######## disp_scan_sched ########
**disp_scan_sched: routing congestion map**

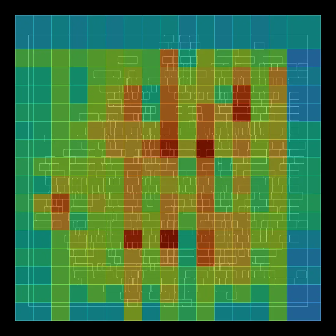

<file path="src/rtl/disp_pkg.sv">
// Shared types, glyph codes and active-low segment patterns
// for the dual-bank 7-segment scan scheduler.
package disp_pkg;

    // Display modes of the scheduler
    typedef enum logic [2:0] {
        SHOW_DATA,
        MSG_WRONG,
        MSG_EXPIRE,
        MSG_UNLOCK,
        LOCKED
    } disp_state_e;

    // Glyph codes: 0..15 are hex digits, the rest are letters/symbols
    typedef logic [4:0] glyph_t;

    localparam glyph_t G_BLANK = 5'd16;
    localparam glyph_t G_DASH  = 5'd17;
    localparam glyph_t G_E     = 5'd18;
    localparam glyph_t G_R     = 5'd19;
    localparam glyph_t G_T     = 5'd20;
    localparam glyph_t G_O     = 5'd21;
    localparam glyph_t G_U     = 5'd22;
    localparam glyph_t G_P     = 5'd23;
    localparam glyph_t G_N     = 5'd24;
    localparam glyph_t G_L     = 5'd25;
    localparam glyph_t G_C     = 5'd26;
    localparam glyph_t G_D     = 5'd27;

    // Active-low segment patterns, bit order {g,f,e,d,c,b,a}
    localparam logic [6:0] SEG_0     = 7'h40;
    localparam logic [6:0] SEG_1     = 7'h79;
    localparam logic [6:0] SEG_2     = 7'h24;
    localparam logic [6:0] SEG_3     = 7'h30;
    localparam logic [6:0] SEG_4     = 7'h19;
    localparam logic [6:0] SEG_5     = 7'h12;
    localparam logic [6:0] SEG_6     = 7'h02;
    localparam logic [6:0] SEG_7     = 7'h78;
    localparam logic [6:0] SEG_8     = 7'h00;
    localparam logic [6:0] SEG_9     = 7'h10;
    localparam logic [6:0] SEG_A     = 7'h08;
    localparam logic [6:0] SEG_B     = 7'h03;
    localparam logic [6:0] SEG_C     = 7'h46;
    localparam logic [6:0] SEG_D     = 7'h21;
    localparam logic [6:0] SEG_E     = 7'h06;
    localparam logic [6:0] SEG_F     = 7'h0E;
    localparam logic [6:0] SEG_BLANK = 7'h7F;
    localparam logic [6:0] SEG_DASH  = 7'h3F;
    localparam logic [6:0] SEG_R     = 7'h2F;
    localparam logic [6:0] SEG_T     = 7'h07;
    localparam logic [6:0] SEG_O     = 7'h40;
    localparam logic [6:0] SEG_U     = 7'h63;
    localparam logic [6:0] SEG_P     = 7'h0C;
    localparam logic [6:0] SEG_N     = 7'h2B;
    localparam logic [6:0] SEG_L     = 7'h47;

    function automatic logic [6:0] hex_to_seg(input logic [3:0] nib);
        logic [6:0] s;
        unique case (nib)
            4'h0: s = SEG_0;
            4'h1: s = SEG_1;
            4'h2: s = SEG_2;
            4'h3: s = SEG_3;
            4'h4: s = SEG_4;
            4'h5: s = SEG_5;
            4'h6: s = SEG_6;
            4'h7: s = SEG_7;
            4'h8: s = SEG_8;
            4'h9: s = SEG_9;
            4'hA: s = SEG_A;
            4'hB: s = SEG_B;
            4'hC: s = SEG_C;
            4'hD: s = SEG_D;
            4'hE: s = SEG_E;
            default: s = SEG_F;
        endcase
        return s;
    endfunction

    // Preemption rank; a higher rank may interrupt a lower one
    function automatic logic [2:0] prio_of(input disp_state_e st);
        logic [2:0] p;
        unique case (st)
            SHOW_DATA:  p = 3'd0;
            MSG_WRONG:  p = 3'd1;
            MSG_UNLOCK: p = 3'd2;
            MSG_EXPIRE: p = 3'd3;
            default:    p = 3'd4;
        endcase
        return p;
    endfunction

endpackage

</file>
<file path="src/rtl/disp_scan_sched_seg_glyph_rom.sv">
// Combinational glyph-code to active-low 7-segment pattern ROM.
// One instance drives each display bank.
module seg_glyph_rom (
    input  logic [4:0] code,
    output logic [6:0] seg
);
    import disp_pkg::*;

    // Hex codes go through the shared decoder, letters via the table
    always_comb begin
        seg = SEG_BLANK;
        if (!code[4]) begin
            seg = hex_to_seg(code[3:0]);
        end else begin
            unique case (code)
                G_DASH:  seg = SEG_DASH;
                G_E:     seg = SEG_E;
                G_R:     seg = SEG_R;
                G_T:     seg = SEG_T;
                G_O:     seg = SEG_O;
                G_U:     seg = SEG_U;
                G_P:     seg = SEG_P;
                G_N:     seg = SEG_N;
                G_L:     seg = SEG_L;
                G_C:     seg = SEG_C;
                G_D:     seg = SEG_D;
                default: seg = SEG_BLANK;
            endcase
        end
    end

endmodule

</file>
<file path="src/rtl/disp_scan_sched.sv">
// Dual-bank 7-segment scan scheduler with prioritised,
// time-limited status messages and a blinking lockout view.
module disp_scan_sched #(
    parameter int REFRESH_DIV  = 100000,
    parameter int MSG_HOLD     = 250,
    parameter int BLINK_FRAMES = 30
) (
    input  logic        clk,
    input  logic        reset,
    input  logic        lock,
    input  logic        unlock,
    input  logic        expire,
    input  logic [1:0]  wrng_att,
    input  logic [15:0] user_otp,
    input  logic [15:0] lfsr_otp,
    output logic [6:0]  seg1,
    output logic [6:0]  seg2,
    output logic [3:0]  an1,
    output logic [3:0]  an2,
    output logic [1:0]  digit_sel,
    output logic        frame_tick
);
    import disp_pkg::*;

    localparam int PW = $clog2(REFRESH_DIV);
    localparam int HW = $clog2(MSG_HOLD + 1);
    localparam int BW = $clog2(BLINK_FRAMES + 1);

    localparam logic [PW-1:0] PRESC_LAST = PW'(REFRESH_DIV - 1);
    localparam logic [HW-1:0] HOLD_LAST  = HW'(MSG_HOLD - 1);
    localparam logic [BW-1:0] BLINK_LAST = BW'(BLINK_FRAMES - 1);

    logic [PW-1:0] presc_q, presc_d;
    logic [1:0]    digit_q, digit_d;
    logic          ftick_q, ftick_d;

    disp_state_e   state_q, state_d;
    logic [HW-1:0] hold_q, hold_d;
    logic [BW-1:0] blink_cnt_q, blink_cnt_d;
    logic          blink_ph_q, blink_ph_d;

    logic          lock_h_q, unlock_h_q, expire_h_q;
    logic [1:0]    wrng_h_q;

    logic [6:0]    seg1_q, seg1_d, seg2_q, seg2_d;
    logic [3:0]    an1_q, an1_d, an2_q, an2_d;

    logic          slot_tick;
    logic          lock_rise, unlock_rise, expire_rise, wrong_ev;
    logic          lock_enter;
    logic          ev_valid;
    disp_state_e   ev_state;
    logic [19:0]   word1, word2;
    logic [4:0]    code1, code2;
    logic [6:0]    rom1_seg, rom2_seg;
    logic          dark;

    assign slot_tick = (presc_q == PRESC_LAST);

    // Free-running digit scan: prescaler, digit index, frame pulse
    always_comb begin
        presc_d = slot_tick ? '0 : presc_q + 1'b1;
        digit_d = slot_tick ? digit_q + 2'd1 : digit_q;
        ftick_d = slot_tick && (digit_q == 2'd3);
    end

    // Edge detection against last-cycle history; a clear to 0 is silent
    always_comb begin
        lock_rise   = lock & ~lock_h_q;
        unlock_rise = unlock & ~unlock_h_q;
        expire_rise = expire & ~expire_h_q;
        wrong_ev    = (wrng_att != wrng_h_q) && (wrng_att != 2'd0);
        lock_enter  = lock && (lock_rise || state_q != LOCKED);
        ev_valid    = 1'b1;
        ev_state    = SHOW_DATA;
        if (expire_rise) begin
            ev_state = MSG_EXPIRE;
        end else if (unlock_rise) begin
            ev_state = MSG_UNLOCK;
        end else if (wrong_ev) begin
            ev_state = MSG_WRONG;
        end else begin
            ev_valid = 1'b0;
        end
    end

    // FSM state, message hold and blink phase registers
    always_ff @(posedge clk) begin
        if (reset) begin
            state_q     <= SHOW_DATA;
            hold_q      <= '0;
            blink_cnt_q <= '0;
            blink_ph_q  <= 1'b0;
        end else begin
            state_q     <= state_d;
            hold_q      <= hold_d;
            blink_cnt_q <= blink_cnt_d;
            blink_ph_q  <= blink_ph_d;
        end
    end

    // Next state: lock level dominates, then preemption, then timeout
    always_comb begin
        state_d     = state_q;
        hold_d      = hold_q;
        blink_cnt_d = blink_cnt_q;
        blink_ph_d  = blink_ph_q;
        if (lock) begin
            state_d = LOCKED;
            hold_d  = '0;
            if (lock_enter) begin
                blink_cnt_d = '0;
                blink_ph_d  = 1'b0;
            end else if (ftick_q) begin
                if (blink_cnt_q == BLINK_LAST) begin
                    blink_cnt_d = '0;
                    blink_ph_d  = ~blink_ph_q;
                end else begin
                    blink_cnt_d = blink_cnt_q + 1'b1;
                end
            end
        end else if (state_q == LOCKED) begin
            state_d = SHOW_DATA;
        end else if (ev_valid &&
                     prio_of(ev_state) >= prio_of(state_q)) begin
            state_d = ev_state;
            hold_d  = '0;
        end else if (state_q != SHOW_DATA && ftick_q) begin
            if (hold_q == HOLD_LAST) begin
                state_d = SHOW_DATA;
                hold_d  = '0;
            end else begin
                hold_d = hold_q + 1'b1;
            end
        end
    end

    // Per-state glyph words, packed {digit3, digit2, digit1, digit0}
    always_comb begin
        word1 = {4{G_BLANK}};
        word2 = {4{G_BLANK}};
        unique case (state_q)
            SHOW_DATA: begin
                word1 = {1'b0, user_otp[15:12], 1'b0, user_otp[11:8],
                         1'b0, user_otp[7:4],   1'b0, user_otp[3:0]};
                word2 = {1'b0, lfsr_otp[15:12], 1'b0, lfsr_otp[11:8],
                         1'b0, lfsr_otp[7:4],   1'b0, lfsr_otp[3:0]};
            end
            MSG_WRONG: begin
                word1 = {G_E, G_R, G_R, G_BLANK};
                word2 = {G_BLANK, G_BLANK, G_BLANK, 3'b000, wrng_att};
            end
            MSG_EXPIRE: begin
                word1 = {G_T, G_O, G_U, G_T};
                word2 = {4{G_DASH}};
            end
            MSG_UNLOCK: begin
                word1 = {G_O, G_P, G_E, G_N};
                word2 = {4{G_DASH}};
            end
            default: begin
                word1 = {G_L, G_O, G_C, G_D};
                word2 = {4{G_DASH}};
            end
        endcase
        code1 = word1[5*int'(digit_q) +: 5];
        code2 = word2[5*int'(digit_q) +: 5];
    end

    seg_glyph_rom u_rom1 (
        .code (code1),
        .seg  (rom1_seg)
    );

    seg_glyph_rom u_rom2 (
        .code (code2),
        .seg  (rom2_seg)
    );

    // Pin drive: blank everything during the blink OFF phase
    always_comb begin
        dark   = (state_q == LOCKED) && blink_ph_q;
        seg1_d = dark ? SEG_BLANK : rom1_seg;
        seg2_d = dark ? SEG_BLANK : rom2_seg;
        an1_d  = dark ? 4'hF : ~(4'b0001 << digit_q);
        an2_d  = an1_d;
    end

    // Scan, input history and registered pin outputs
    always_ff @(posedge clk) begin
        if (reset) begin
            presc_q    <= '0;
            digit_q    <= 2'd0;
            ftick_q    <= 1'b0;
            lock_h_q   <= 1'b0;
            unlock_h_q <= 1'b0;
            expire_h_q <= 1'b0;
            wrng_h_q   <= 2'd0;
            seg1_q     <= SEG_BLANK;
            seg2_q     <= SEG_BLANK;
            an1_q      <= 4'hF;
            an2_q      <= 4'hF;
        end else begin
            presc_q    <= presc_d;
            digit_q    <= digit_d;
            ftick_q    <= ftick_d;
            lock_h_q   <= lock;
            unlock_h_q <= unlock;
            expire_h_q <= expire;
            wrng_h_q   <= wrng_att;
            seg1_q     <= seg1_d;
            seg2_q     <= seg2_d;
            an1_q      <= an1_d;
            an2_q      <= an2_d;
        end
    end

    assign seg1       = seg1_q;
    assign seg2       = seg2_q;
    assign an1        = an1_q;
    assign an2        = an2_q;
    assign digit_sel  = digit_q;
    assign frame_tick = ftick_q;

endmodule

</file>
<file path="config.mk">
export PLATFORM = sky130hd
export DESIGN_NAME = disp_scan_sched
export DESIGN_NICKNAME = d
export VERILOG_FILES = /design/src/rtl/disp_pkg.sv /design/src/rtl/disp_scan_sched_seg_glyph_rom.sv /design/src/rtl/disp_scan_sched.sv
export SDC_FILE = /design/constraint.sdc
export NUM_CORES = 1
export LEC_CHECK = 0
export CORE_MARGIN = 5
export CORE_UTILIZATION = 35
export CTS_CLUSTER_SIZE = 12
export DETAILED_ROUTE_END_ITERATION = 6
export SLEW_MARGIN = 20
export SYNTH_ARGS = -nofsm -noshare
export SYNTH_HDL_FRONTEND = slang
export SYNTH_HIERARCHICAL = 1
export SYNTH_SLANG_ARGS = --single-unit
export TNS_END_PERCENT = 5
</file>
<file path="constraint.sdc">
create_clock -name clk -period 5.1 [get_ports clk]
set_clock_uncertainty 0.2 [all_clocks]
set_input_delay 0.765 -clock clk [delete_from_list [all_inputs] [get_ports clk]]
set_output_delay 0.765 -clock clk [all_outputs]
set_load 0.02 [all_outputs]
</file>
######## slice_add_seq ########
`config.mk`:
```
export PLATFORM = sky130hd
export DESIGN_NAME = slice_add_seq
export DESIGN_NICKNAME = d
export VERILOG_FILES = /design/src/rtl/add_ctrl_pkg.sv /design/src/rtl/multi_bit_adder.sv /design/src/rtl/slice_add_seq.sv
export SDC_FILE = /design/constraint.sdc
export NUM_CORES = 1
export LEC_CHECK = 0
export ABC_AREA = 1
export ABC_CLOCK_PERIOD_IN_PS = 3600
export CAP_MARGIN = 15
export CORE_ASPECT_RATIO = 1.25
export CORE_MARGIN = 1.5
export CORE_UTILIZATION = 51
export DETAILED_ROUTE_END_ITERATION = 12
export PLACE_DENSITY = 0.84
export SLEW_MARGIN = 20
export SYNTH_ARGS = -nofsm -noshare
export SYNTH_HDL_FRONTEND = slang
export SYNTH_SLANG_ARGS = --single-unit
```
`constraint.sdc`:
```
create_clock -name clk -period 3.6 [get_ports clk]
set_input_delay 0.36 -clock clk [delete_from_list [all_inputs] [get_ports clk]]
set_output_delay 0.36 -clock clk [all_outputs]
set_load 0.05 [all_outputs]
```
`src/rtl/add_ctrl_pkg.sv`:
```
// Shared constants and state encoding for the slice-serial adder.
package add_ctrl_pkg;

  // Default geometry: four 6-bit slices make a 24-bit word.
  localparam int SLICE_W = 6;
  localparam int NSLICE  = 4;
  localparam int WORD_W  = SLICE_W * NSLICE;

  // Controller states: waiting, adding one slice per cycle, result ready.
  typedef enum logic [1:0] {
    IDLE = 2'd0,
    RUN  = 2'd1,
    DONE = 2'd2
  } state_t;

endpackage : add_ctrl_pkg

```
`src/rtl/multi_bit_adder.sv`:
```
// Plain ripple adder of width W with carry-in and carry-out.
// Port names are kept as-is because other blocks already instantiate it.
module multi_bit_adder #(
  parameter int W = 4
) (
  input  logic [W-1:0] A,
  input  logic [W-1:0] B,
  input  logic         cin,
  output logic [W-1:0] sum,
  output logic         cout
);

  // Widen by one bit so the carry out falls into the top bit.
  logic [W:0] total;

  assign total = {1'b0, A} + {1'b0, B} + {{W{1'b0}}, cin};
  assign sum   = total[W-1:0];
  assign cout  = total[W];

endmodule : multi_bit_adder

```
`src/rtl/slice_add_seq.sv`:
```
// Slice-serial adder: one SLICE_W-bit adder reused NSLICE times, least
// significant slice first, to form a WORD_W-bit sum plus carry out.
//
// Handshake: ready_o=1 means a start_i seen high at the next rising edge is
// accepted and a_i/b_i/cin_i are captured on that same edge. ready_o is low
// only while slices are being added; start_i is ignored then. done_o is a
// one-cycle pulse, NSLICE+1 cycles after the start cycle, during which
// sum_o/cout_o carry the fresh result; they hold it until the next accept.
// Both ready_o and done_o are pure state decodes, never paths from start_i.
module slice_add_seq
  import add_ctrl_pkg::*;
#(
  parameter  int SLICE_W = add_ctrl_pkg::SLICE_W,
  parameter  int NSLICE  = add_ctrl_pkg::NSLICE,
  localparam int WORD_W  = SLICE_W * NSLICE
) (
  input  logic              clk,
  input  logic              rst,
  input  logic              start_i,
  input  logic [WORD_W-1:0] a_i,
  input  logic [WORD_W-1:0] b_i,
  input  logic              cin_i,
  output logic              ready_o,
  output logic              done_o,
  output logic [WORD_W-1:0] sum_o,
  output logic              cout_o,
  output state_t            dbg_state_o
);

  // Slice index width; at least one bit so a single-slice build still works.
  localparam int          KW     = (NSLICE > 1) ? $clog2(NSLICE) : 1;
  localparam logic [KW-1:0] LAST_K = KW'(NSLICE - 1);

  state_t              state_q, state_d;
  logic [KW-1:0]       k_q, k_d;
  logic [WORD_W-1:0]   a_q, a_d;
  logic [WORD_W-1:0]   b_q, b_d;
  logic                carry_q, carry_d;
  logic [WORD_W-1:0]   sum_q, sum_d;
  logic                cout_q, cout_d;

  logic [SLICE_W-1:0]  slice_a;
  logic [SLICE_W-1:0]  slice_b;
  logic [SLICE_W-1:0]  slice_sum;
  logic                slice_cout;

  // Current slice of each latched operand feeds the single adder.
  assign slice_a = a_q[k_q*SLICE_W +: SLICE_W];
  assign slice_b = b_q[k_q*SLICE_W +: SLICE_W];

  multi_bit_adder #(
    .W (SLICE_W)
  ) u_slice_adder (
    .A    (slice_a),
    .B    (slice_b),
    .cin  (carry_q),
    .sum  (slice_sum),
    .cout (slice_cout)
  );

  // Next-state and datapath update; every target defaults to holding.
  always_comb begin
    state_d = state_q;
    k_d     = k_q;
    a_d     = a_q;
    b_d     = b_q;
    carry_d = carry_q;
    sum_d   = sum_q;
    cout_d  = cout_q;

    unique case (state_q)
      IDLE: begin
        if (start_i) begin
          a_d     = a_i;
          b_d     = b_i;
          carry_d = cin_i;
          k_d     = '0;
          state_d = RUN;
        end
      end

      RUN: begin
        // Write this slice of the result and pass the carry to the next one.
        sum_d[k_q*SLICE_W +: SLICE_W] = slice_sum;
        carry_d = slice_cout;
        k_d     = k_q + 1'b1;
        if (k_q == LAST_K) begin
          cout_d  = slice_cout;
          k_d     = '0;
          state_d = DONE;
        end
      end

      DONE: begin
        // A start here chains straight into the next addition.
        if (start_i) begin
          a_d     = a_i;
          b_d     = b_i;
          carry_d = cin_i;
          k_d     = '0;
          state_d = RUN;
        end else begin
          state_d = IDLE;
        end
      end

      default: begin
        state_d = IDLE;
      end
    endcase
  end

  // State and datapath registers; reset abandons any addition in flight.
  always_ff @(posedge clk) begin
    if (rst) begin
      state_q <= IDLE;
      k_q     <= '0;
      a_q     <= '0;
      b_q     <= '0;
      carry_q <= 1'b0;
      sum_q   <= '0;
      cout_q  <= 1'b0;
    end else begin
      state_q <= state_d;
      k_q     <= k_d;
      a_q     <= a_d;
      b_q     <= b_d;
      carry_q <= carry_d;
      sum_q   <= sum_d;
      cout_q  <= cout_d;
    end
  end

  assign ready_o     = (state_q != RUN);
  assign done_o      = (state_q == DONE);
  assign sum_o       = sum_q;
  assign cout_o      = cout_q;
  assign dbg_state_o = state_q;

endmodule : slice_add_seq

```
######## n64_rgb2ypbpr ########
==> src/rtl/n64_rgb2ypbpr.sv <==
// N64 RGB to BT.601 YPbPr / RGB pass-through stage, 3-deep pipeline gated by the pixel strobe.
// Composite sync travels through a matching strobe-gated delay line to stay aligned with video.
module n64_rgb2ypbpr #(
   parameter int unsigned LAT       = 3,
   parameter int unsigned PBPR_OFFS = 64
) (
   input  logic       VCLK_i,
   input  logic       nRST_i,
   input  logic       nDSYNC_i,
   input  logic [6:0] R_i,
   input  logic [6:0] G_i,
   input  logic [6:0] B_i,
   input  logic       nCSYNC_i,
   input  logic       nYPbPr_i,
   output logic [6:0] V1_o,
   output logic [6:0] V2_o,
   output logic [6:0] V3_o,
   output logic       nCSYNC_o
);

   typedef logic signed [18:0] prod_t;

   localparam logic signed [9:0] OFFS = 10'(PBPR_OFFS);

   function automatic prod_t f_mul(input logic [6:0] c, input prod_t k);
      return $signed({12'b0, c}) * k;
   endfunction

   // Row sum with round-to-nearest, then scale back by 1/1024.
   function automatic logic signed [8:0] f_rnd(input prod_t a, input prod_t b, input prod_t c);
      prod_t s;
      s = a + b + c + 19'sd512;
      return 9'(s >>> 10);
   endfunction

   function automatic logic [6:0] f_clamp(input logic signed [9:0] v);
      if (v < 10'sd0) begin
         return 7'd0;
      end else if (v > 10'sd127) begin
         return 7'd127;
      end else begin
         return v[6:0];
      end
   endfunction

   // Stage 1: products, raw colour, mode
   prod_t r_yr, r_yg, r_yb, r_br, r_bg, r_bb, r_rr, r_rg, r_rb;
   logic [6:0] r_r1, r_g1, r_b1;
   logic       r_mode1;
   // Stage 2: rounded components
   logic signed [8:0] r_y2, r_pb2, r_pr2;
   logic [6:0] r_r2, r_g2, r_b2;
   logic       r_mode2;
   // Stage 3: output registers
   logic [6:0] r_v1, r_v2, r_v3;
   logic [LAT-1:0] r_sync;

   logic [6:0] w_y, w_pb, w_pr;

   always_comb begin
      w_y  = f_clamp({r_y2[8], r_y2});
      w_pb = f_clamp({r_pb2[8], r_pb2} + OFFS);
      w_pr = f_clamp({r_pr2[8], r_pr2} + OFFS);
   end

   always_ff @(posedge VCLK_i) begin
      if (!nRST_i) begin
         r_yr    <= '0;
         r_yg    <= '0;
         r_yb    <= '0;
         r_br    <= '0;
         r_bg    <= '0;
         r_bb    <= '0;
         r_rr    <= '0;
         r_rg    <= '0;
         r_rb    <= '0;
         r_r1    <= '0;
         r_g1    <= '0;
         r_b1    <= '0;
         r_mode1 <= 1'b1;
         r_y2    <= '0;
         r_pb2   <= '0;
         r_pr2   <= '0;
         r_r2    <= '0;
         r_g2    <= '0;
         r_b2    <= '0;
         r_mode2 <= 1'b1;
         r_v1    <= '0;
         r_v2    <= '0;
         r_v3    <= '0;
         r_sync  <= '1;
      end else if (!nDSYNC_i) begin
         r_yr    <= f_mul(R_i, 19'sd306);
         r_yg    <= f_mul(G_i, 19'sd601);
         r_yb    <= f_mul(B_i, 19'sd117);
         r_br    <= f_mul(R_i, -19'sd173);
         r_bg    <= f_mul(G_i, -19'sd339);
         r_bb    <= f_mul(B_i, 19'sd512);
         r_rr    <= f_mul(R_i, 19'sd512);
         r_rg    <= f_mul(G_i, -19'sd429);
         r_rb    <= f_mul(B_i, -19'sd83);
         r_r1    <= R_i;
         r_g1    <= G_i;
         r_b1    <= B_i;
         r_mode1 <= nYPbPr_i;

         r_y2    <= f_rnd(r_yr, r_yg, r_yb);
         r_pb2   <= f_rnd(r_br, r_bg, r_bb);
         r_pr2   <= f_rnd(r_rr, r_rg, r_rb);
         r_r2    <= r_r1;
         r_g2    <= r_g1;
         r_b2    <= r_b1;
         r_mode2 <= r_mode1;

         if (r_mode2) begin
            r_v1 <= r_r2;
            r_v2 <= r_g2;
            r_v3 <= r_b2;
         end else begin
            r_v1 <= w_pr;
            r_v2 <= w_y;
            r_v3 <= w_pb;
         end
         r_sync  <= {r_sync[LAT-2:0], nCSYNC_i};
      end
   end

   assign V1_o     = r_v1;
   assign V2_o     = r_v2;
   assign V3_o     = r_v3;
   assign nCSYNC_o = r_sync[LAT-1];

endmodule

==> config.mk <==
export PLATFORM = sky130hd
export DESIGN_NAME = n64_rgb2ypbpr
export DESIGN_NICKNAME = d
export VERILOG_FILES = /design/src/rtl/n64_rgb2ypbpr.sv
export SDC_FILE = /design/constraint.sdc
export NUM_CORES = 1
export LEC_CHECK = 0
export ABC_AREA = 1
export CAP_MARGIN = 20
export CORE_ASPECT_RATIO = 0.75
export CORE_MARGIN = 3
export CORE_UTILIZATION = 34
export DETAILED_ROUTE_END_ITERATION = 10
export GPL_TIMING_DRIVEN = 0
export PLACE_DENSITY = 0.54
export SLEW_MARGIN = 10
export SYNTH_ARGS = -nofsm -noshare
export SYNTH_HDL_FRONTEND = slang
export SYNTH_SLANG_ARGS = --single-unit
==> constraint.sdc <==
create_clock -name VCLK_i -period 3.65 [get_ports VCLK_i]
set_input_delay 0.5475 -clock VCLK_i [delete_from_list [all_inputs] [get_ports VCLK_i]]
set_output_delay 0.5475 -clock VCLK_i [all_outputs]
set_load 0.02 [all_outputs]
######## mic1_mem_ctrl ########
**src/rtl/mic1_mem_ctrl_pkg.sv**
```systemverilog
// Shared definitions for the MIC-1 memory controller.
// Includes state encoding, handshake widths and byte-lane selection.
package mic1_mem_ctrl_pkg;

  localparam int unsigned WORD_WIDTH = 32;
  localparam int unsigned BYTE_WIDTH = 8;
  localparam int unsigned TMO_WIDTH  = 16;

  localparam logic [1:0] ST_IDLE      = 2'd0;
  localparam logic [1:0] ST_DATA_REQ  = 2'd1;
  localparam logic [1:0] ST_FETCH_REQ = 2'd2;

  // Lane 0 is the least significant byte of the word.
  function automatic logic [BYTE_WIDTH-1:0] byte_lane(input logic [WORD_WIDTH-1:0] word,
                                                      input logic [1:0]            sel);
    logic [BYTE_WIDTH-1:0] lane;
    case (sel)
      2'd0:    lane = word[7:0];
      2'd1:    lane = word[15:8];
      2'd2:    lane = word[23:16];
      2'd3:    lane = word[31:24];
      default: lane = 8'd0;
    endcase
    return lane;
  endfunction

endpackage

```
**src/rtl/mic1_mem_timeout.sv**
```systemverilog
// Loadable down-counter that flags expiry when it reaches zero.
module mic1_mem_timeout #(
  parameter int unsigned WIDTH = 16
) (
  input  logic             clock,
  input  logic             reset,
  input  logic             load,
  input  logic [WIDTH-1:0] load_value,
  input  logic             enable,
  output logic             expired
);

  logic [WIDTH-1:0] count_r;

  // Count down while enabled, saturating at zero; a load restarts the window.
  always_ff @(posedge clock or negedge reset) begin
    if (!reset) begin
      count_r <= {WIDTH{1'b0}};
    end else if (load) begin
      count_r <= load_value;
    end else if (enable && (count_r != {WIDTH{1'b0}})) begin
      count_r <= count_r - {{(WIDTH-1){1'b0}}, 1'b1};
    end
  end

  assign expired = (count_r == {WIDTH{1'b0}});

endmodule

```
**src/rtl/mic1_mem_ctrl.sv**
```systemverilog
// MIC-1 memory responder: turns rd/wr/fetch strobes into req/ack memory
// accesses and returns read data as MDR/MBR load pulses.
module mic1_mem_ctrl
  import mic1_mem_ctrl_pkg::*;
#(
  parameter int unsigned TIMEOUT_CYCLES = 255,
  parameter int unsigned ADDR_WIDTH     = 30
) (
  input  logic                  clock,
  input  logic                  reset,
  input  logic                  rd,
  input  logic                  wr,
  input  logic                  fetch,
  input  logic [WORD_WIDTH-1:0] marIn,
  input  logic [WORD_WIDTH-1:0] mdrIn,
  input  logic [WORD_WIDTH-1:0] pcIn,
  output logic [WORD_WIDTH-1:0] mdrOut,
  output logic                  mdrLoad,
  output logic [BYTE_WIDTH-1:0] mbrOut,
  output logic                  mbrLoad,
  output logic                  busy,
  output logic [ADDR_WIDTH-1:0] memAddr,
  output logic [WORD_WIDTH-1:0] memWData,
  output logic                  memWe,
  output logic                  memReq,
  input  logic [WORD_WIDTH-1:0] memRData,
  input  logic                  memAck,
  output logic                  protocolError
);

  localparam logic [TMO_WIDTH-1:0] TMO_LOAD = TMO_WIDTH'(TIMEOUT_CYCLES - 32'd1);

  logic [1:0]            state_r;
  logic [ADDR_WIDTH+1:0] pc_r;
  logic                  pend_wr_r;
  logic                  pend_fetch_r;
  logic                  any_strobe_s;
  logic                  done_s;
  logic                  abort_s;
  logic                  issue_s;
  logic                  err_s;
  logic                  tmo_expired_s;
  logic                  unused_bits_s;

  assign any_strobe_s  = rd | wr | fetch;
  assign done_s        = memReq & memAck;
  assign abort_s       = memReq & ~memAck & tmo_expired_s;
  assign unused_bits_s = ^{marIn, pcIn};

  // A new request starts from IDLE, or from the idle gap cycle before a fetch.
  always_comb begin
    issue_s = 1'b0;
    case (state_r)
      ST_IDLE:      issue_s = any_strobe_s;
      ST_FETCH_REQ: issue_s = ~memReq;
      default:      issue_s = 1'b0;
    endcase
  end

  // Illegal strobe use: any strobe while busy, or rd and wr together when idle.
  always_comb begin
    if (busy) begin
      err_s = abort_s | any_strobe_s;
    end else begin
      err_s = abort_s | (rd & wr);
    end
  end

  mic1_mem_timeout #(
    .WIDTH(TMO_WIDTH)
  ) u_timeout (
    .clock      (clock),
    .reset      (reset),
    .load       (issue_s),
    .load_value (TMO_LOAD),
    .enable     (memReq),
    .expired    (tmo_expired_s)
  );

  // Access sequencer; an aborted access completes as if it returned zero.
  always_ff @(posedge clock or negedge reset) begin
    if (!reset) begin
      state_r       <= ST_IDLE;
      pc_r          <= {(ADDR_WIDTH+2){1'b0}};
      pend_wr_r     <= 1'b0;
      pend_fetch_r  <= 1'b0;
      mdrOut        <= 32'd0;
      mdrLoad       <= 1'b0;
      mbrOut        <= 8'd0;
      mbrLoad       <= 1'b0;
      busy          <= 1'b0;
      memAddr       <= {ADDR_WIDTH{1'b0}};
      memWData      <= 32'd0;
      memWe         <= 1'b0;
      memReq        <= 1'b0;
      protocolError <= 1'b0;
    end else begin
      mdrLoad       <= 1'b0;
      mbrLoad       <= 1'b0;
      protocolError <= err_s;
      case (state_r)
        ST_IDLE: begin
          if (any_strobe_s) begin
            pc_r         <= pcIn[ADDR_WIDTH+1:0];
            pend_wr_r    <= wr;
            pend_fetch_r <= fetch;
            busy         <= 1'b1;
            memReq       <= 1'b1;
            if (rd | wr) begin
              state_r  <= ST_DATA_REQ;
              memAddr  <= marIn[ADDR_WIDTH-1:0];
              memWe    <= wr;
              memWData <= mdrIn;
            end else begin
              state_r  <= ST_FETCH_REQ;
              memAddr  <= pcIn[ADDR_WIDTH+1:2];
              memWe    <= 1'b0;
            end
          end
        end
        ST_DATA_REQ: begin
          if (done_s || abort_s) begin
            memReq <= 1'b0;
            memWe  <= 1'b0;
            if (!pend_wr_r) begin
              mdrLoad <= 1'b1;
              mdrOut  <= done_s ? memRData : 32'd0;
            end
            if (pend_fetch_r) begin
              state_r <= ST_FETCH_REQ;
            end else begin
              state_r <= ST_IDLE;
              busy    <= 1'b0;
            end
          end
        end
        ST_FETCH_REQ: begin
          if (!memReq) begin
            memReq  <= 1'b1;
            memAddr <= pc_r[ADDR_WIDTH+1:2];
            memWe   <= 1'b0;
          end else if (done_s || abort_s) begin
            memReq  <= 1'b0;
            mbrLoad <= 1'b1;
            mbrOut  <= done_s ? byte_lane(memRData, pc_r[1:0]) : 8'd0;
            state_r <= ST_IDLE;
            busy    <= 1'b0;
          end
        end
        default: begin
          state_r <= ST_IDLE;
          busy    <= 1'b0;
          memReq  <= 1'b0;
        end
      endcase
    end
  end

endmodule

```
**config.mk**
```make
export PLATFORM = sky130hd
export DESIGN_NAME = mic1_mem_ctrl
export DESIGN_NICKNAME = d
export VERILOG_FILES = /design/src/rtl/mic1_mem_ctrl_pkg.sv /design/src/rtl/mic1_mem_timeout.sv /design/src/rtl/mic1_mem_ctrl.sv
export SDC_FILE = /design/constraint.sdc
export NUM_CORES = 1
export LEC_CHECK = 0
export CAP_MARGIN = 15
export CORE_ASPECT_RATIO = 1.25
export CORE_UTILIZATION = 40
export DETAILED_ROUTE_END_ITERATION = 16
export GPL_TIMING_DRIVEN = 0
export PLACE_DENSITY_LB_ADDON = 0.2
export SYNTH_ARGS = -nofsm -noshare
export SYNTH_HDL_FRONTEND = slang
export SYNTH_SLANG_ARGS = --single-unit
export TNS_END_PERCENT = 5
```
**constraint.sdc**
```tcl
create_clock -name clock -period 5.6 [get_ports clock]
set_input_delay 0.56 -clock clock [delete_from_list [all_inputs] [get_ports clock]]
set_output_delay 0.56 -clock clock [all_outputs]
set_load 0.01 [all_outputs]
```

==> screenshots <==
Routing congestion map.
Plate I
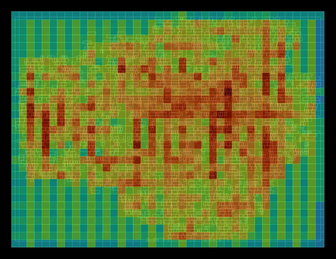
Plate II
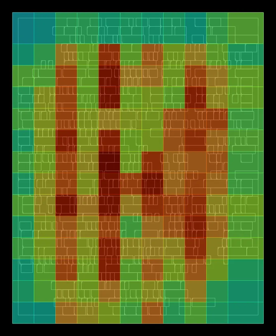
Plate III
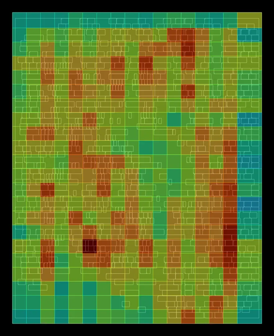
mic1_mem_ctrl -> Plate III
n64_rgb2ypbpr -> Plate I
slice_add_seq -> Plate II
The one with the least wire per cell is Plate II.

**slice_add_seq: met3 routing**

(3 px per um)
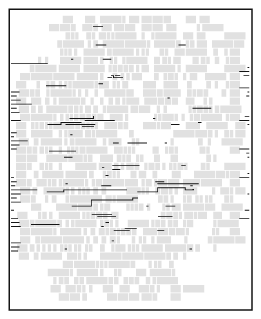
main direction	horizontal
share of all routed wire	3.7%
nets with wire on the layer	75
wire length on this layer	351 um
drt total wl: 9480 um
vias: 3,752

**slice_add_seq: the metal 1 layer**

(4 px per um)
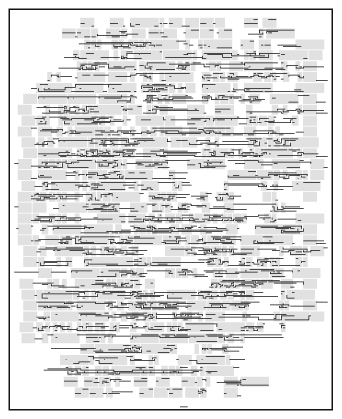
longest straight run	24.4 um
nets with wire on the layer	600
GR Util met1: 0.276

==> changes_impl.md, slice_add_seq <==
## Implementation

* Worst hold start: sum_o[12]
* Total tool warning count at 31
* Design Power at roughly 2.2 mW
* Post-CTS Setup Repair Bufs at 0
* P_seq at 952 uW
* Synth Instances at 531
* Fraction of layout cells with a size suffix above 1 at 0.106
* Simple share at 0.294
* Hold crit path type: reg2reg
* Hold slack at 0.464 ns
* Worst hold path endpoint: sum_o[12]
* Total die area at 0.00802 mm2
* Cell mode on critical path: nand2_1
* CTS tree: done
* Initial Util at 0.522
* Reg-to-Reg End: sum_o[22]
* Top layer in use: met4
* Multi-input gate count at 398
* WS Path Type: reg2reg
* Most common cell in the synthesized netlist: nor2_1
* Commonest cells in the netlist: nor2_1, o21ai_0, dfxtp_1
* Startpoint Class: flip-flop
* Status: complete, no violations
* M2 GR Usage at 0.453
slice_add_seq: worst max path at each step:
stage,start,end,slack [ns],depth (start not counted)
6_report,k_q[0],sum_o[22],0.54,15
5_1_grt,k_q[0],sum_o[22],0.31,15
4_1_cts,k_q[0],sum_o[22],0.55,15
3_5_place_dp,k_q[0],sum_o[10],0.64,15
3_3_place_gp,k_q[0],sum_o[10],0.71,15
2_1_floorplan,k_q[0],sum_o[10],0.78,17
slice_add_seq: state kept, by name (all words and copies together) (netlist names):
name         flops
cout_o           1
sum_o           24
b_q             24
carry_q          1
a_q             24
k_q              2
dbg_state_o      2
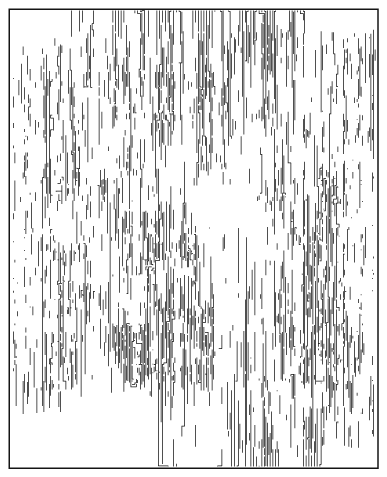
**Above:** mic1_mem_ctrl (the metal 2 layer).
(3 px per um)
share of all routed wire	48%
main direction	vertical
wire length on this layer	9,550 um
longest straight run	69.0 um
nets with wire on the layer	895
vias: 5,953
M2 GR Usage: 0.366

==> changes_impl.md, mic1_mem_ctrl <==
## Implementation

* Status: complete, no violations
* M1 WL at 8130 um
* Post-place setup slack at 3.08 ns
* Hold Buf Count CTS at 0
* Lkg Pwr at 4.49 nW
* Cell Type Count at 57
* CTS Buf Count at 17
* CP cell instances: inv_1, ha_1, clkbuf_1, o31a_1, clkbuf_1, clkbuf_1, nand2_1, nand2_1
* Clock tree cell share of total cell area at 0.0555
* R2r setup slk at 3.18 ns
* Die Height at 152 um
* Port-buffer cells at 237
* YS chip area at 0.00725 mm2
* Max power group: combinational cells
* Data buffer area share at 0.248
* Main flop type: dfrtp_1
* Met2 Routed Length at 9550 um
* DR DRC count at 0
* Diode count at 0
* FP Rows at 54
* CP arrival at 2.77 ns
* Net Sw Power at just under 2 mW
* Io pins at 242
* Drt total wl at 19,700 um
* CTS tree: done
* Post-synthesis sequential area ratio at 0.553
* Post-route ant nets at 0
* Flop area at between 0.004 and 0.005 mm2
==> mic1_mem_ctrl: sequential cells by signal, indices dropped and copies added (netlist names), 2 cells and up <==
name / cells
mdrOut: 32
memWData: 32
pc_r: 32
memAddr: 30
u_timeout.count_r: 16
mbrOut: 8
state_r: 2
==> mic1_mem_ctrl: synth_stat cells, drive strengths merged, types with 5 or more instances <==
library cell	instances
nand3	10
ha	6
a21oi	6
inv	7
o31ai	6
nor2	11
mux4	8
mux2	63
buf	18
dfrtp	160
or3	9
a22o	43
mux2i	34
nor4b	5
o21ai	37
clkbuf	25
nand2	134
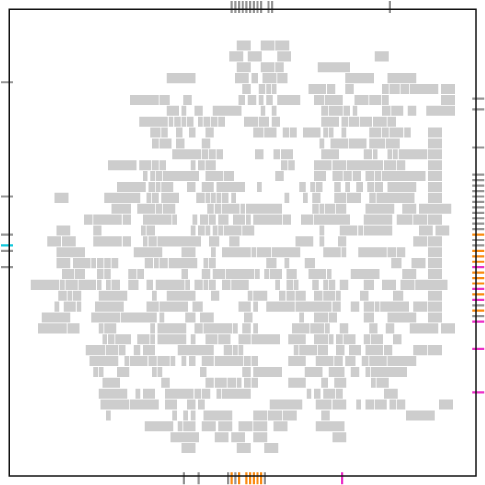
**Above:** disp_scan_sched (pin placement).
(4 px per um) Pins as bars across the die edge, other pins in grey.
port	colour	pins	direction	edge
`seg2`	magenta	7	output	6 right, 1 bottom
`lfsr_otp`	orange	16	input	9 right, 7 bottom
`expire`	cyan	1	input	left
all pins by edge	33 right, 13 bottom, 12 top, 6 left
Die Height: 116 um
Port-buffer cells: 63
Horiz. Die Dim: 116 um

About 'routing congestion map' of disp_scan_sched:
Avg WL per Cell: 14.6 um
GR Util met1: 0.192
met3 Use GR: 0.0456
Tot GR Track Use: 0.150
Most Used Layer, Global Route: met2

==> changes_impl.md, disp_scan_sched <==
## Implementation

* Status: complete, no violations
* Vias per inst at 5.26
* Flop area at 0.00120 mm2
* Area growth syn-to-layout at 25.8%
* Worst hold path endpoint: hold_q[1]
* Nonclk inv count at 23
* Cell mode on critical path: inv_1
* HPWL after DPL at 7080 um
* Nets@finish at 594
* N_taps at 140
* Most common logic cells in the final layout: clkdlybuf4s50_1, dfxtp_1, nand2_1
* Max-area cell class: logic gates
* VDD IR-drop max at roughly 0.21 mV
* Initial antenna violation count at 0
* Met2 Routed Length at around 4600 um
* Family with the most delay on the worst path: AND-OR/OR-AND gates
* Post-synth EDFFs at 0
* Startpoint Class: primary input
* Clk latency of the worst-skew pair at 0.33 ns
* Worst Setup SP: user_otp[9]
* Core area at ~0.011 mm2
* Initial Util at 0.360
* Cell Type Count at 68
* RSZ-0062 raised after global routing: false
* Synth Instances at approximately 480
* Final Core Density at 0.453
* Footprint of the multi-input gates at 0.00249 mm2
[disp_scan_sched: power by group]
group	switching (mW)	internal, mW
registers	0.0135	0.493
logic	0.176	0.161
clock network	0.225	0.455
total	0.415	1.11
[disp_scan_sched: cells by family (layout without fill, tap and decap cells)]
kind of cell	after synthesis	in the layout	share of synthesized area
compound gates	100	100	0.170
xor+xnor	17	17	0.0376
fa+ha+maj	29	29	0.0908
buf+inv	52	109	0.0680
flops	60	60	0.304
mux	19	19	0.0658
simple gates	199	199	0.265
**n64_rgb2ypbpr: met3 routing**

(1 px per um)
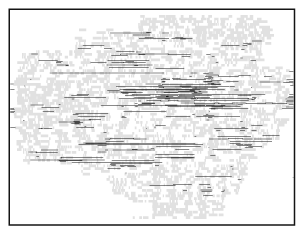
wire length on this layer	4,660 um
longest straight run	133 um
share of all routed wire	7.1%
main direction	horizontal
drt total wl: 65,500 um
vias: 17,522

==> changes_impl.md, n64_rgb2ypbpr <==
## Implementation

* Status: complete, no violations
* Post-Synthesis Cell Area at 0.0197 mm2
* Post-synth EDFFs at 0
* Skew final at 0.0139 ns
* Met3 Use GR at 0.0471
* Clock tree cell share of total cell area at 0.0254
* Largest net degree at the start of global routing at 18
* Logic gate share of total power at 0.655
* CTS H-tree lvls at 4
* FF-to-FF Start: r_rb[1]
* Root Driver: clkbuf_16
* Slew @ Worst Pin at 1.10 ns
* Floorplan Nets at 3,130
* Commonest Layout Cell: inv_1
* Avg Synthesized Cell Area at about 7.5 um2
* Final worst setup slack at 0.0855 ns
* Largest cells by area after synthesis: ha_1, dfxtp_1, fa_1
-- n64_rgb2ypbpr: power by group through the flow --
stage               Sequential (mW)  Combinational (mW)  Clock [mW]
floorplan                      2.76                5.73           0
global placement               2.91                8.07           0
detailed placement             2.92                8.07           0
CTS                            2.87                8.39        1.95
global route                   2.91                10.3        2.03
finish                         2.88                9.16        1.94


## Gallery

The metal 1 layer.
picture 1
(3 px per um)
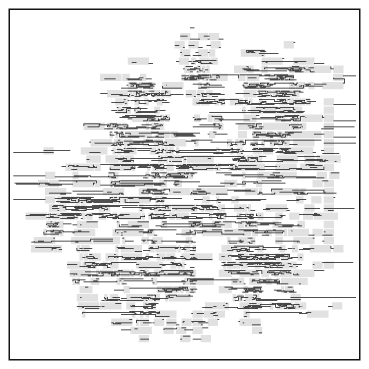
picture 2
(1.5 px per um)
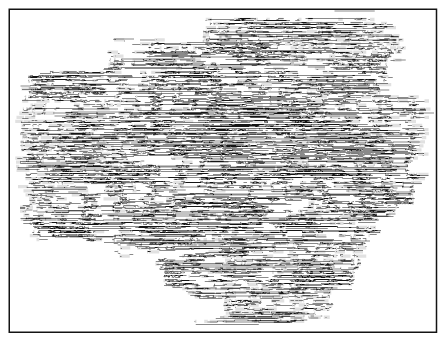
picture 3
(2 px per um)
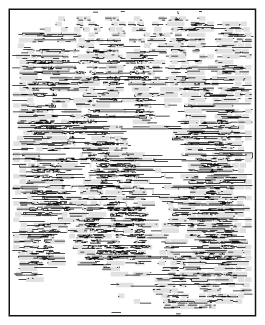
picture 3 -> mic1_mem_ctrl
picture 2 -> n64_rgb2ypbpr
picture 1 -> disp_scan_sched


==> notes/layouts.md <==
Pictures saved along the way, in no particular order.

Met4 routing.
image #1
(2 px per um)
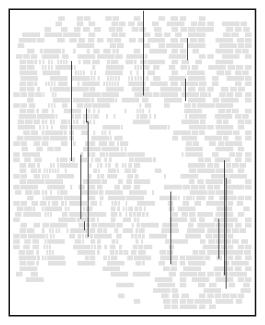
image #2
(1 px per um)
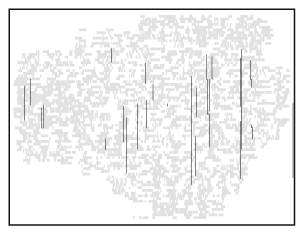
image #3
(3 px per um)
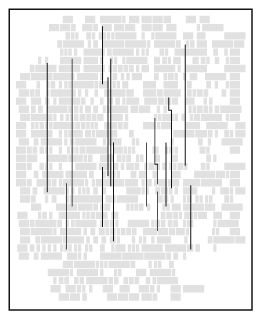
- slice_add_seq = image #3
- mic1_mem_ctrl = image #1
- n64_rgb2ypbpr = image #2
Of these, smallest die: image #3
Of these, largest die: image #2

Power is estimated from default activity; no workload was simulated.
